=== sdram_word_bridge ===
Figure 1. Metal 1 (sdram_word_bridge).
Drawn at 2 px/µm. Supply wires on this layer in grey.
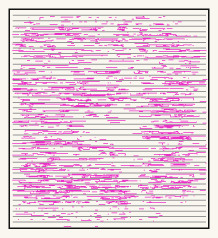

<file path="src/rtl/sdram_pkg.sv">
// Shared definitions for the SDRAM word bridge and its downstream controller:
// address widths, burst length and the bridge state encoding.
package sdram_pkg;

  localparam int SDRAM_CPU_ADDR_W   = 23;
  localparam int SDRAM_DBUS_ADDR_W  = SDRAM_CPU_ADDR_W + 2;
  localparam int SDRAM_BURSTCOUNT_W = 7;
  localparam int BRIDGE_BURST       = 2;

  typedef enum logic [2:0] {
    BR_IDLE,
    BR_WR_LO,
    BR_WR_HI,
    BR_RD_REQ,
    BR_RD_LO,
    BR_RD_HI
  } bridge_state_e;

endpackage

</file>
<file path="src/rtl/sdram_word_bridge.sv">
// Splits single-outstanding 32-bit CPU accesses into 2-beat 16-bit bursts
// (low halfword first) and reassembles read data for the CPU.
module sdram_word_bridge
  import sdram_pkg::*;
#(
  parameter int CPU_ADDR_W   = SDRAM_CPU_ADDR_W,
  parameter int DBUS_ADDR_W  = SDRAM_DBUS_ADDR_W,
  parameter int BURSTCOUNT_W = SDRAM_BURSTCOUNT_W
) (
  input  logic                    clk,
  input  logic                    rst,
  input  logic                    init_done,
  input  logic [CPU_ADDR_W-1:0]   cpu_address,
  input  logic [31:0]             cpu_writedata,
  input  logic [3:0]              cpu_byteenable,
  input  logic                    cpu_read,
  input  logic                    cpu_write,
  output logic                    cpu_waitrequest,
  output logic [31:0]             cpu_readdata,
  output logic                    cpu_readdatavalid,
  output logic [DBUS_ADDR_W-1:0]  dbus_address,
  output logic [15:0]             dbus_writedata,
  output logic [1:0]              dbus_byteenable,
  output logic [BURSTCOUNT_W-1:0] dbus_burstcount,
  output logic                    dbus_read,
  output logic                    dbus_write,
  input  logic                    dbus_waitrequest,
  input  logic [15:0]             dbus_readdata,
  input  logic                    dbus_readdatavalid
);

  bridge_state_e          state_q, state_d;
  logic [DBUS_ADDR_W-1:0] address_q, address_d;
  logic [15:0]            writedata_q, writedata_d;
  logic [1:0]             byteenable_q, byteenable_d;
  logic                   read_q, read_d;
  logic                   write_q, write_d;
  logic [15:0]            wd_hi_q, wd_hi_d;
  logic [1:0]             be_hi_q, be_hi_d;
  logic [15:0]            rd_lo_q, rd_lo_d;
  logic [31:0]            readdata_q, readdata_d;
  logic                   readvalid_q, readvalid_d;
  logic                   accept;

  assign cpu_waitrequest   = !(state_q == BR_IDLE && init_done);
  assign accept            = (cpu_read || cpu_write) && !cpu_waitrequest;
  assign cpu_readdata      = readdata_q;
  assign cpu_readdatavalid = readvalid_q;
  assign dbus_address      = address_q;
  assign dbus_writedata    = writedata_q;
  assign dbus_byteenable   = byteenable_q;
  assign dbus_burstcount   = BURSTCOUNT_W'(BRIDGE_BURST);
  assign dbus_read         = read_q;
  assign dbus_write        = write_q;

  always_comb begin
    state_d      = state_q;
    address_d    = address_q;
    writedata_d  = writedata_q;
    byteenable_d = byteenable_q;
    read_d       = read_q;
    write_d      = write_q;
    wd_hi_d      = wd_hi_q;
    be_hi_d      = be_hi_q;
    rd_lo_d      = rd_lo_q;
    readdata_d   = readdata_q;
    readvalid_d  = 1'b0;

    case (state_q)
      BR_IDLE: begin
        if (accept) begin
          address_d = DBUS_ADDR_W'({cpu_address, 2'b00});
          wd_hi_d   = cpu_writedata[31:16];
          be_hi_d   = cpu_byteenable[3:2];
          // Write has priority when both strobes are raised together.
          if (cpu_write) begin
            state_d      = BR_WR_LO;
            write_d      = 1'b1;
            writedata_d  = cpu_writedata[15:0];
            byteenable_d = cpu_byteenable[1:0];
          end else begin
            state_d = BR_RD_REQ;
            read_d  = 1'b1;
          end
        end
      end
      BR_WR_LO: begin
        if (!dbus_waitrequest) begin
          state_d      = BR_WR_HI;
          writedata_d  = wd_hi_q;
          byteenable_d = be_hi_q;
        end
      end
      BR_WR_HI: begin
        if (!dbus_waitrequest) begin
          state_d = BR_IDLE;
          write_d = 1'b0;
        end
      end
      BR_RD_REQ: begin
        if (!dbus_waitrequest) begin
          read_d = 1'b0;
          // A low beat returned on the acceptance cycle must not be lost.
          if (dbus_readdatavalid) begin
            rd_lo_d = dbus_readdata;
            state_d = BR_RD_HI;
          end else begin
            state_d = BR_RD_LO;
          end
        end
      end
      BR_RD_LO: begin
        if (dbus_readdatavalid) begin
          rd_lo_d = dbus_readdata;
          state_d = BR_RD_HI;
        end
      end
      BR_RD_HI: begin
        if (dbus_readdatavalid) begin
          readdata_d  = {dbus_readdata, rd_lo_q};
          readvalid_d = 1'b1;
          state_d     = BR_IDLE;
        end
      end
      default: state_d = BR_IDLE;
    endcase
  end

  always_ff @(posedge clk) begin
    if (!rst) begin
      state_q      <= BR_IDLE;
      address_q    <= '0;
      writedata_q  <= '0;
      byteenable_q <= '0;
      read_q       <= 1'b0;
      write_q      <= 1'b0;
      wd_hi_q      <= '0;
      be_hi_q      <= '0;
      rd_lo_q      <= '0;
      readdata_q   <= '0;
      readvalid_q  <= 1'b0;
    end else begin
      state_q      <= state_d;
      address_q    <= address_d;
      writedata_q  <= writedata_d;
      byteenable_q <= byteenable_d;
      read_q       <= read_d;
      write_q      <= write_d;
      wd_hi_q      <= wd_hi_d;
      be_hi_q      <= be_hi_d;
      rd_lo_q      <= rd_lo_d;
      readdata_q   <= readdata_d;
      readvalid_q  <= readvalid_d;
    end
  end

endmodule

</file>
<file path="config.mk">
export PLATFORM = sky130hd
export DESIGN_NAME = sdram_word_bridge
export DESIGN_NICKNAME = d
export VERILOG_FILES = /design/src/rtl/sdram_pkg.sv /design/src/rtl/sdram_word_bridge.sv
export SDC_FILE = /design/constraint.sdc
export NUM_CORES = 1
export LEC_CHECK = 0
export CAP_MARGIN = 20
export CORE_ASPECT_RATIO = 1.1
export CORE_UTILIZATION = 45
export DETAILED_ROUTE_END_ITERATION = 7
export PLACE_DENSITY_LB_ADDON = 0.3
export SKIP_LAST_GASP = 1
export SYNTH_ARGS = -nofsm -noshare
export SYNTH_HDL_FRONTEND = slang
export SYNTH_SLANG_ARGS = --single-unit
export TNS_END_PERCENT = 50
</file>
<file path="constraint.sdc">
create_clock -name clk -period 1.8 [get_ports clk]
set_input_delay 0.27 -clock clk [delete_from_list [all_inputs] [get_ports clk]]
set_output_delay 0.27 -clock clk [all_outputs]
set_load 0.01 [all_outputs]
</file>
=== bcd_updown_counter_flat ===
==> config.mk <==
export PLATFORM = sky130hd
export DESIGN_NAME = bcd_updown_counter_flat
export DESIGN_NICKNAME = d
export VERILOG_FILES = /design/src/rtl/bcd_updown_counter_if.sv /design/src/rtl/bcd_updown_counter.sv /design/src/flat_wrapper.sv
export SDC_FILE = /design/constraint.sdc
export NUM_CORES = 1
export LEC_CHECK = 0
export ABC_AREA = 1
export CORE_MARGIN = 5
export CORE_UTILIZATION = 49
export DETAILED_ROUTE_END_ITERATION = 6
export PLACE_DENSITY_LB_ADDON = 0.08
export SLEW_MARGIN = 40
export SYNTH_ARGS = -nofsm -noshare
export SYNTH_HDL_FRONTEND = slang
export SYNTH_SLANG_ARGS = --single-unit
==> constraint.sdc <==
create_clock -name clk -period 1.6 [get_ports clk]
set_clock_uncertainty 0.05 [all_clocks]
set_input_delay 0.32 -clock clk [delete_from_list [all_inputs] [get_ports clk]]
set_output_delay 0.32 -clock clk [all_outputs]
set_load 0.01 [all_outputs]
==> src/rtl/bcd_updown_counter_if.sv <==
// Control/data bundle between the display-path controller and the BCD counter.
// Count width is 4*DIGITS, digit 0 in the low nibble.
interface bcd_updown_counter_if #(
  parameter int DIGITS = 6
);
  logic                  tick;
  logic                  enable;
  logic                  up_down;
  logic                  clear;
  logic                  load;
  logic [4*DIGITS-1:0]   data_in;
  logic [4*DIGITS-1:0]   count;
  logic                  c_out;
  logic                  at_max;
  logic                  at_zero;
  logic                  load_err;

  modport master (
    output tick, enable, up_down, clear, load, data_in,
    input  count, c_out, at_max, at_zero, load_err
  );

  modport slave (
    input  tick, enable, up_down, clear, load, data_in,
    output count, c_out, at_max, at_zero, load_err
  );
endinterface

==> src/rtl/bcd_updown_counter.sv <==
// Multi-digit BCD up/down counter with clear, load, terminal value and wrap/saturate.
// Define BCD_COUNTER_LOAD_CHECK_EN to reject invalid loads and pulse load_err.
module bcd_updown_counter #(
  parameter int                  DIGITS   = 6,
  parameter logic [4*DIGITS-1:0] MAX_BCD  = {DIGITS{4'h9}},
  parameter bit                  SATURATE = 1'b0
) (
  input logic                 clk,
  input logic                 rst,
  bcd_updown_counter_if.slave bus
);
  localparam int W = 4 * DIGITS;

  logic [W-1:0] r_count;
  logic         r_c_out;
  logic [W-1:0] w_inc;
  logic [W-1:0] w_dec;
  logic [W-1:0] w_nib_clamp;
  logic [W-1:0] w_load_val;
  logic         w_step;
  logic         w_at_max;
  logic         w_at_zero;

  assign w_at_max  = (r_count == MAX_BCD);
  assign w_at_zero = (r_count == '0);
  assign w_step    = bus.enable && bus.tick;

  // Ripple carry/borrow across digits; the limits are handled in the register block.
  always_comb begin
    logic w_carry;
    logic w_borrow;
    w_inc    = '0;
    w_dec    = '0;
    w_carry  = 1'b1;
    w_borrow = 1'b1;
    for (int d = 0; d < DIGITS; d++) begin
      if (!w_carry) begin
        w_inc[4*d +: 4] = r_count[4*d +: 4];
      end else if (r_count[4*d +: 4] == 4'd9) begin
        w_inc[4*d +: 4] = 4'd0;
      end else begin
        w_inc[4*d +: 4] = r_count[4*d +: 4] + 4'd1;
        w_carry         = 1'b0;
      end
      if (!w_borrow) begin
        w_dec[4*d +: 4] = r_count[4*d +: 4];
      end else if (r_count[4*d +: 4] == 4'd0) begin
        w_dec[4*d +: 4] = 4'd9;
      end else begin
        w_dec[4*d +: 4] = r_count[4*d +: 4] - 4'd1;
        w_borrow        = 1'b0;
      end
    end
  end

  always_comb begin
    w_nib_clamp = '0;
    for (int d = 0; d < DIGITS; d++) begin
      w_nib_clamp[4*d +: 4] = (bus.data_in[4*d +: 4] > 4'd9) ? 4'd9 : bus.data_in[4*d +: 4];
    end
  end

  // Valid BCD orders the same as binary, so a plain magnitude compare works.
  assign w_load_val = (w_nib_clamp > MAX_BCD) ? MAX_BCD : w_nib_clamp;

`ifdef BCD_COUNTER_LOAD_CHECK_EN
  logic w_load_bad;
  logic r_load_err;

  always_comb begin
    w_load_bad = (bus.data_in > MAX_BCD);
    for (int d = 0; d < DIGITS; d++) begin
      if (bus.data_in[4*d +: 4] > 4'd9) w_load_bad = 1'b1;
    end
  end

  always_ff @(posedge clk) begin
    if (rst) r_load_err <= 1'b0;
    else     r_load_err <= !bus.clear && bus.load && w_load_bad;
  end

  assign bus.load_err = r_load_err;
`else
  logic w_load_bad;
  assign w_load_bad   = 1'b0;
  assign bus.load_err = 1'b0;
`endif

  always_ff @(posedge clk) begin
    if (rst) begin
      r_count <= '0;
      r_c_out <= 1'b0;
    end else begin
      r_c_out <= 1'b0;
      if (bus.clear) begin
        r_count <= '0;
      end else if (bus.load) begin
        if (!w_load_bad) r_count <= w_load_val;
      end else if (w_step) begin
        if (bus.up_down) begin
          if (w_at_max) begin
            r_c_out <= 1'b1;
            if (!SATURATE) r_count <= '0;
          end else begin
            r_count <= w_inc;
          end
        end else begin
          if (w_at_zero) begin
            r_c_out <= 1'b1;
            if (!SATURATE) r_count <= MAX_BCD;
          end else begin
            r_count <= w_dec;
          end
        end
      end
    end
  end

  assign bus.count   = r_count;
  assign bus.c_out   = r_c_out;
  assign bus.at_max  = w_at_max;
  assign bus.at_zero = w_at_zero;
endmodule

==> src/flat_wrapper.sv <==
// flat-port wrapper written by rule: the top's interface ports become plain ports
module bcd_updown_counter_flat 
#(
  parameter int                  DIGITS   = 6,
  parameter logic [4*DIGITS-1:0] MAX_BCD  = {DIGITS{4'h9}},
  parameter bit                  SATURATE = 1'b0
)
  (clk, rst, bus_tick, bus_enable, bus_up_down, bus_clear, bus_load, bus_data_in, bus_count, bus_c_out, bus_at_max, bus_at_zero, bus_load_err);
  bcd_updown_counter_if #(.DIGITS(DIGITS)) bus_i ();
  input logic clk;
  input logic rst;
  input wire logic [$bits(bus_i.tick)-1:0] bus_tick;
  input wire logic [$bits(bus_i.enable)-1:0] bus_enable;
  input wire logic [$bits(bus_i.up_down)-1:0] bus_up_down;
  input wire logic [$bits(bus_i.clear)-1:0] bus_clear;
  input wire logic [$bits(bus_i.load)-1:0] bus_load;
  input wire logic [$bits(bus_i.data_in)-1:0] bus_data_in;
  output wire logic [$bits(bus_i.count)-1:0] bus_count;
  output wire logic [$bits(bus_i.c_out)-1:0] bus_c_out;
  output wire logic [$bits(bus_i.at_max)-1:0] bus_at_max;
  output wire logic [$bits(bus_i.at_zero)-1:0] bus_at_zero;
  output wire logic [$bits(bus_i.load_err)-1:0] bus_load_err;
  assign bus_i.tick = bus_tick;
  assign bus_i.enable = bus_enable;
  assign bus_i.up_down = bus_up_down;
  assign bus_i.clear = bus_clear;
  assign bus_i.load = bus_load;
  assign bus_i.data_in = bus_data_in;
  assign bus_count = bus_i.count;
  assign bus_c_out = bus_i.c_out;
  assign bus_at_max = bus_i.at_max;
  assign bus_at_zero = bus_i.at_zero;
  assign bus_load_err = bus_i.load_err;
  bcd_updown_counter #(.DIGITS(DIGITS), .MAX_BCD(MAX_BCD), .SATURATE(SATURATE)) u_core (.clk(clk), .rst(rst), .bus(bus_i));
endmodule
=== tdsp_multi_bus_mach ===
**src/rtl/tdsp_multi_bus_mach.sv**
```systemverilog
`default_nettype none
// ============================================================================
// tdsp_multi_bus_mach : NCH-client round-robin bus machine over one shared external bus
// Revision 1.0
// ============================================================================
module tdsp_multi_bus_mach #(
  parameter int NCH     = 3,
  parameter int AW      = 16,
  parameter int DW      = 16,
  parameter int SYNC_EN = 1
) (
  input  logic              clk,
  input  logic              reset,
  input  logic              sync,
  input  logic [NCH-1:0]    go,
  input  logic [NCH-1:0]    read_cycle,
  input  logic [NCH*AW-1:0] addrs_in,
  input  logic [NCH*DW-1:0] data_out,
  input  logic [3:0]        wait_states,
  output logic [DW-1:0]     data_in,
  output logic [NCH-1:0]    done,
  output logic              bus_request,
  input  logic              bus_grant,
  output logic              as,
  output logic              read,
  output logic              write,
  output logic              write_h,
  output logic [AW-1:0]     address,
  input  logic [DW-1:0]     pad_data_in,
  output logic [DW-1:0]     pad_data_out
);

  localparam int CW = (NCH > 1) ? $clog2(NCH) : 1;

  typedef enum logic [2:0] {
    S_IDLE = 3'd0,
    S_REQ  = 3'd1,
    S_ADDR = 3'd2,
    S_WAIT = 3'd3,
    S_DATA = 3'd4,
    S_DONE = 3'd5
  } state_t;

  state_t         state;
  logic [NCH-1:0] pend;
  logic [NCH-1:0] cand;
  logic [NCH-1:0] win_oh;
  logic [NCH-1:0] cur_oh;
  logic [CW-1:0]  last;
  logic [CW-1:0]  win;
  logic [CW-1:0]  idx_c;
  logic           found;
  logic           arb_go;
  logic [AW-1:0]  sel_addr;
  logic [AW-1:0]  cur_addr;
  logic [DW-1:0]  sel_wdata;
  logic [DW-1:0]  cur_wdata;
  logic           sel_dir;
  logic           cur_dir;
  logic [3:0]     cnt;
  int             idx;

  assign cand   = pend | go;
  assign arb_go = found && (sync || (SYNC_EN == 0));

  // Round-robin search begins just after the previous winner and wraps.
  always_comb begin
    win   = last;
    found = 1'b0;
    idx   = 0;
    idx_c = '0;
    for (int k = 1; k <= NCH; k++) begin
      idx   = (int'(last) + k) % NCH;
      idx_c = idx[CW-1:0];
      if (!found && cand[idx_c]) begin
        found = 1'b1;
        win   = idx_c;
      end
    end
  end

  always_comb begin
    win_oh    = '0;
    sel_addr  = '0;
    sel_wdata = '0;
    sel_dir   = 1'b0;
    for (int i = 0; i < NCH; i++) begin
      if (win == i[CW-1:0]) begin
        win_oh[i] = 1'b1;
        sel_addr  = addrs_in[i*AW +: AW];
        sel_wdata = data_out[i*DW +: DW];
        sel_dir   = read_cycle[i];
      end
    end
  end

  always_ff @(posedge clk) begin
    if (reset) begin
      state        <= S_IDLE;
      pend         <= '0;
      last         <= CW'(NCH - 1);
      cur_oh       <= '0;
      cur_addr     <= '0;
      cur_wdata    <= '0;
      cur_dir      <= 1'b0;
      cnt          <= '0;
      done         <= '0;
      bus_request  <= 1'b0;
      as           <= 1'b0;
      read         <= 1'b0;
      write        <= 1'b0;
      write_h      <= 1'b0;
      address      <= '0;
      pad_data_out <= '0;
      data_in      <= '0;
    end else begin
      done <= '0;
      pend <= cand;
      case (state)
        S_IDLE: begin
          if (arb_go) begin
            // A go on the winning channel in this same cycle is absorbed.
            pend        <= cand & ~win_oh;
            last        <= win;
            cur_oh      <= win_oh;
            cur_addr    <= sel_addr;
            cur_wdata   <= sel_wdata;
            cur_dir     <= sel_dir;
            bus_request <= 1'b1;
            state       <= S_REQ;
          end
        end
        S_REQ: begin
          if (bus_grant) begin
            as           <= 1'b1;
            read         <= cur_dir;
            write        <= !cur_dir;
            address      <= cur_addr;
            pad_data_out <= cur_wdata;
            state        <= S_ADDR;
          end
        end
        S_ADDR: begin
          as <= 1'b0;
          if (wait_states != 4'd0) begin
            cnt   <= wait_states;
            state <= S_WAIT;
          end else begin
            write   <= 1'b0;
            write_h <= !cur_dir;
            state   <= S_DATA;
          end
        end
        S_WAIT: begin
          if (cnt == 4'd1) begin
            write   <= 1'b0;
            write_h <= !cur_dir;
            state   <= S_DATA;
          end else begin
            cnt <= cnt - 4'd1;
          end
        end
        S_DATA: begin
          if (cur_dir) begin
            data_in <= pad_data_in;
          end
          read    <= 1'b0;
          write_h <= 1'b0;
          done    <= cur_oh;
          state   <= S_DONE;
        end
        S_DONE: begin
          bus_request <= 1'b0;
          state       <= S_IDLE;
        end
        default: begin
          state <= S_IDLE;
        end
      endcase
    end
  end

endmodule
`default_nettype wire

```
**config.mk**
```make
export PLATFORM = sky130hd
export DESIGN_NAME = tdsp_multi_bus_mach
export DESIGN_NICKNAME = d
export VERILOG_FILES = /design/src/rtl/tdsp_multi_bus_mach.sv
export SDC_FILE = /design/constraint.sdc
export NUM_CORES = 1
export LEC_CHECK = 0
export CORE_MARGIN = 8
export CORE_UTILIZATION = 35
export CTS_BUF_LIST = sky130_fd_sc_hd__clkbuf_16
export CTS_CLUSTER_DIAMETER = 100
export CTS_CLUSTER_SIZE = 10
export DETAILED_ROUTE_END_ITERATION = 16
export DONT_BUFFER_PORTS = 1
export SYNTH_ARGS = -nofsm -noshare
export SYNTH_HDL_FRONTEND = slang
export SYNTH_SLANG_ARGS = --single-unit
```
**constraint.sdc**
```tcl
create_clock -name clk -period 2.4 [get_ports clk]
set_input_delay 0.36 -clock clk [delete_from_list [all_inputs] [get_ports clk]]
set_output_delay 0.36 -clock clk [all_outputs]
set_load 0.005 [all_outputs]
```
Figure 2. Metal 1 (tdsp_multi_bus_mach).
Drawn at 2 px/µm. Supply wires on this layer in grey.
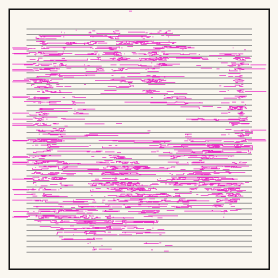
nets with wire on the layer: 624
main direction: horizontal
share of all routed wire: 40%

==> reports/qor.csv, tdsp_multi_bus_mach <==
metric;value;unit
sh_seq_area;0.388;
dpl-instance-area;0.00482;mm²
logic_family;AND-OR/OR-AND gates;
clock_latency;0.35;ns
comb_cells;380;
regArea;0.00209;mm²
worst-r2r-cell-count;11;
synthXorXnorAreaFrac;0.00195;
antenna_left;0;
drcViolationCount;0;
gr-usage-met1;0.183;
root_buffer;clkbuf_16;
finalWorstSetupSlack;-0.00213;ns
pin_count;182;
nFillCells;1263;
gp_congestion;0.865;
grtUsageMet3;0.0805;
vias;3979;
max_freq;416;MHz
buffers;39;
setup_violations;1;
p_clk;1370;µW
worstReg2RegStart;last[0];
status;finished with violations;
violations;setup timing;
hold_buffers;0;
met1_length;5670;µm
top_cell;nand2_1;
ys_sh_mux;0.0758;
antenna_found_initial;0;
via_per_inst;5.56;
grt_pass1_vias;4002;
nets;669;
ff_count;104;
buf_share;0.0777;
power;5190;µW
finalCritPeriodShare;1.00;
powerSeq;2110;µW
Figure 3. Clock wiring as the flow saved it (sdram_word_bridge).
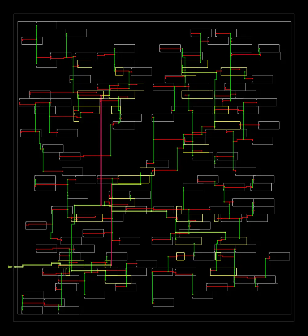
Clock Sinks: 113
Latency at later pin: 0.51 ns
# clk buffers: 22
Clock group: 3180 µW

Notes on Figure 1 above:
nets with wire on the layer: 649
wire length on this layer: 4550 µm
main direction: horizontal
longest straight run: 31.7 µm

==> reports/qor.csv, sdram_word_bridge <==
metric;value;unit
synth_area_leader_cell;dfxtp_1;
edf_count;0;
seq_power_share;0.367;
cap_violations;0;
antenna_found_initial;0;
power-top-group;the clock network;
sh_seq_area;0.329;
crit_cells;3;
slew_violations;0;
sw_frac_of_total;0.277;
chip_area;0.0108;mm²
power;8440;µW
status;finished, final reports clean;
crit_type;reg -> out;
hold_start;cpu_writedata[29];
Figure 4. Routed clock nets over the placement (bcd_updown_counter_flat).
Drawn at 4 px/µm.
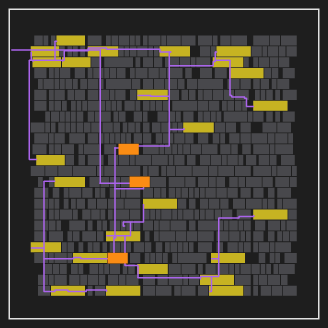
[yellow] flip-flops | count: 25
[orange] cells driving clock nets | count: 3
[purple] clock wires | length: 418 µm
flops lie: spread over the die
routed clock nets: 4
Clock group: 416 µW
Clk pwr share: 0.190

==> reports/qor.csv, bcd_updown_counter_flat <==
metric;value;unit
synth_cells;387;
ys_types;34;
worstSetupEndpoint;bus_at_max;
status;finished with violations;
antenna_found_initial;0;
syn_nets;418;
grt_max_degree;25;
power-top-group;combinational logic;
ir_worst_vdd;524;µV
coreArea;0.00435;mm²
ys_sh_adder;0;
drcViolationCount;0;
fp-utilization;0.505;
top_area_frac;0.228;
finalWorstSetupSlack;-0.301;ns
grt.total_usage;0.286;
clk_share;0.0114;
sh_comb_area;0.428;
crit_required;1.23;ns
sw_frac_of_total;0.393;
p_leak;0.00204;µW
max_freq;526;MHz
setup_violations;18;
violations;setup timing;
powerSeq;691;µW
tap_cells;52;
grt_pass1_vias;3293;
inverters;56;
crit_cells;7;
p_comb;1090;µW
dp_hpwl;5810;µm
met2_usage;0.515;
slew_violations;0;
top_cells_by_count;nand2_1 (96), nor2_1 (58), inv_1 (47), nand3_1 (36), dfxtp_1 (25);


==> gallery <==
Metal 3.
shot_01.png
Drawn at 4 px/µm.
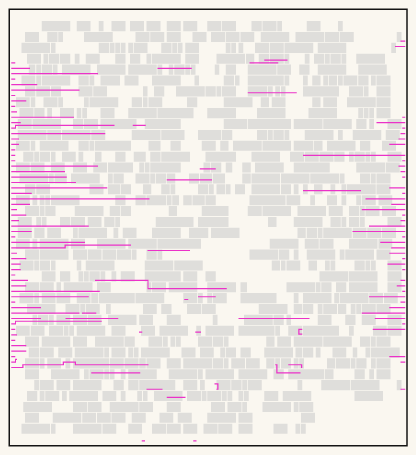
shot_02.png
Drawn at 6 px/µm.
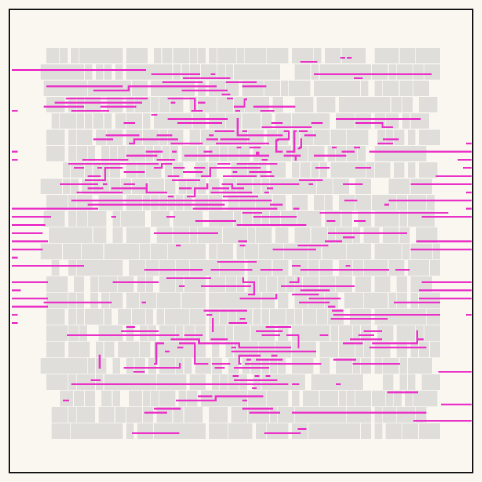
shot_03.png
Drawn at 4 px/µm.
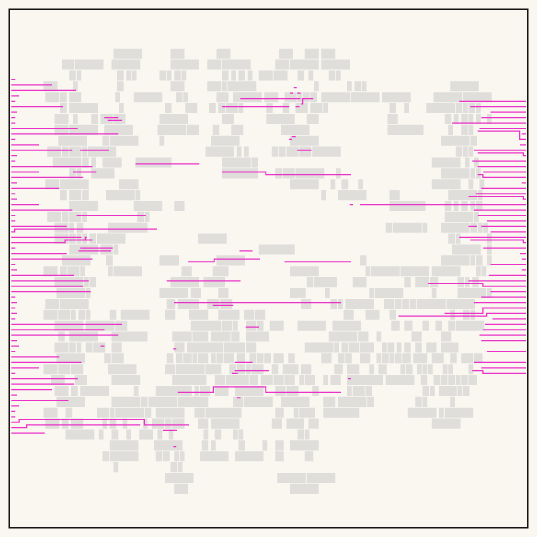
| picture | from |
|---|---|
| shot_02.png | bcd_updown_counter_flat |
| shot_03.png | tdsp_multi_bus_mach |
| shot_01.png | sdram_word_bridge |

Power and IR drop assume default switching activity.
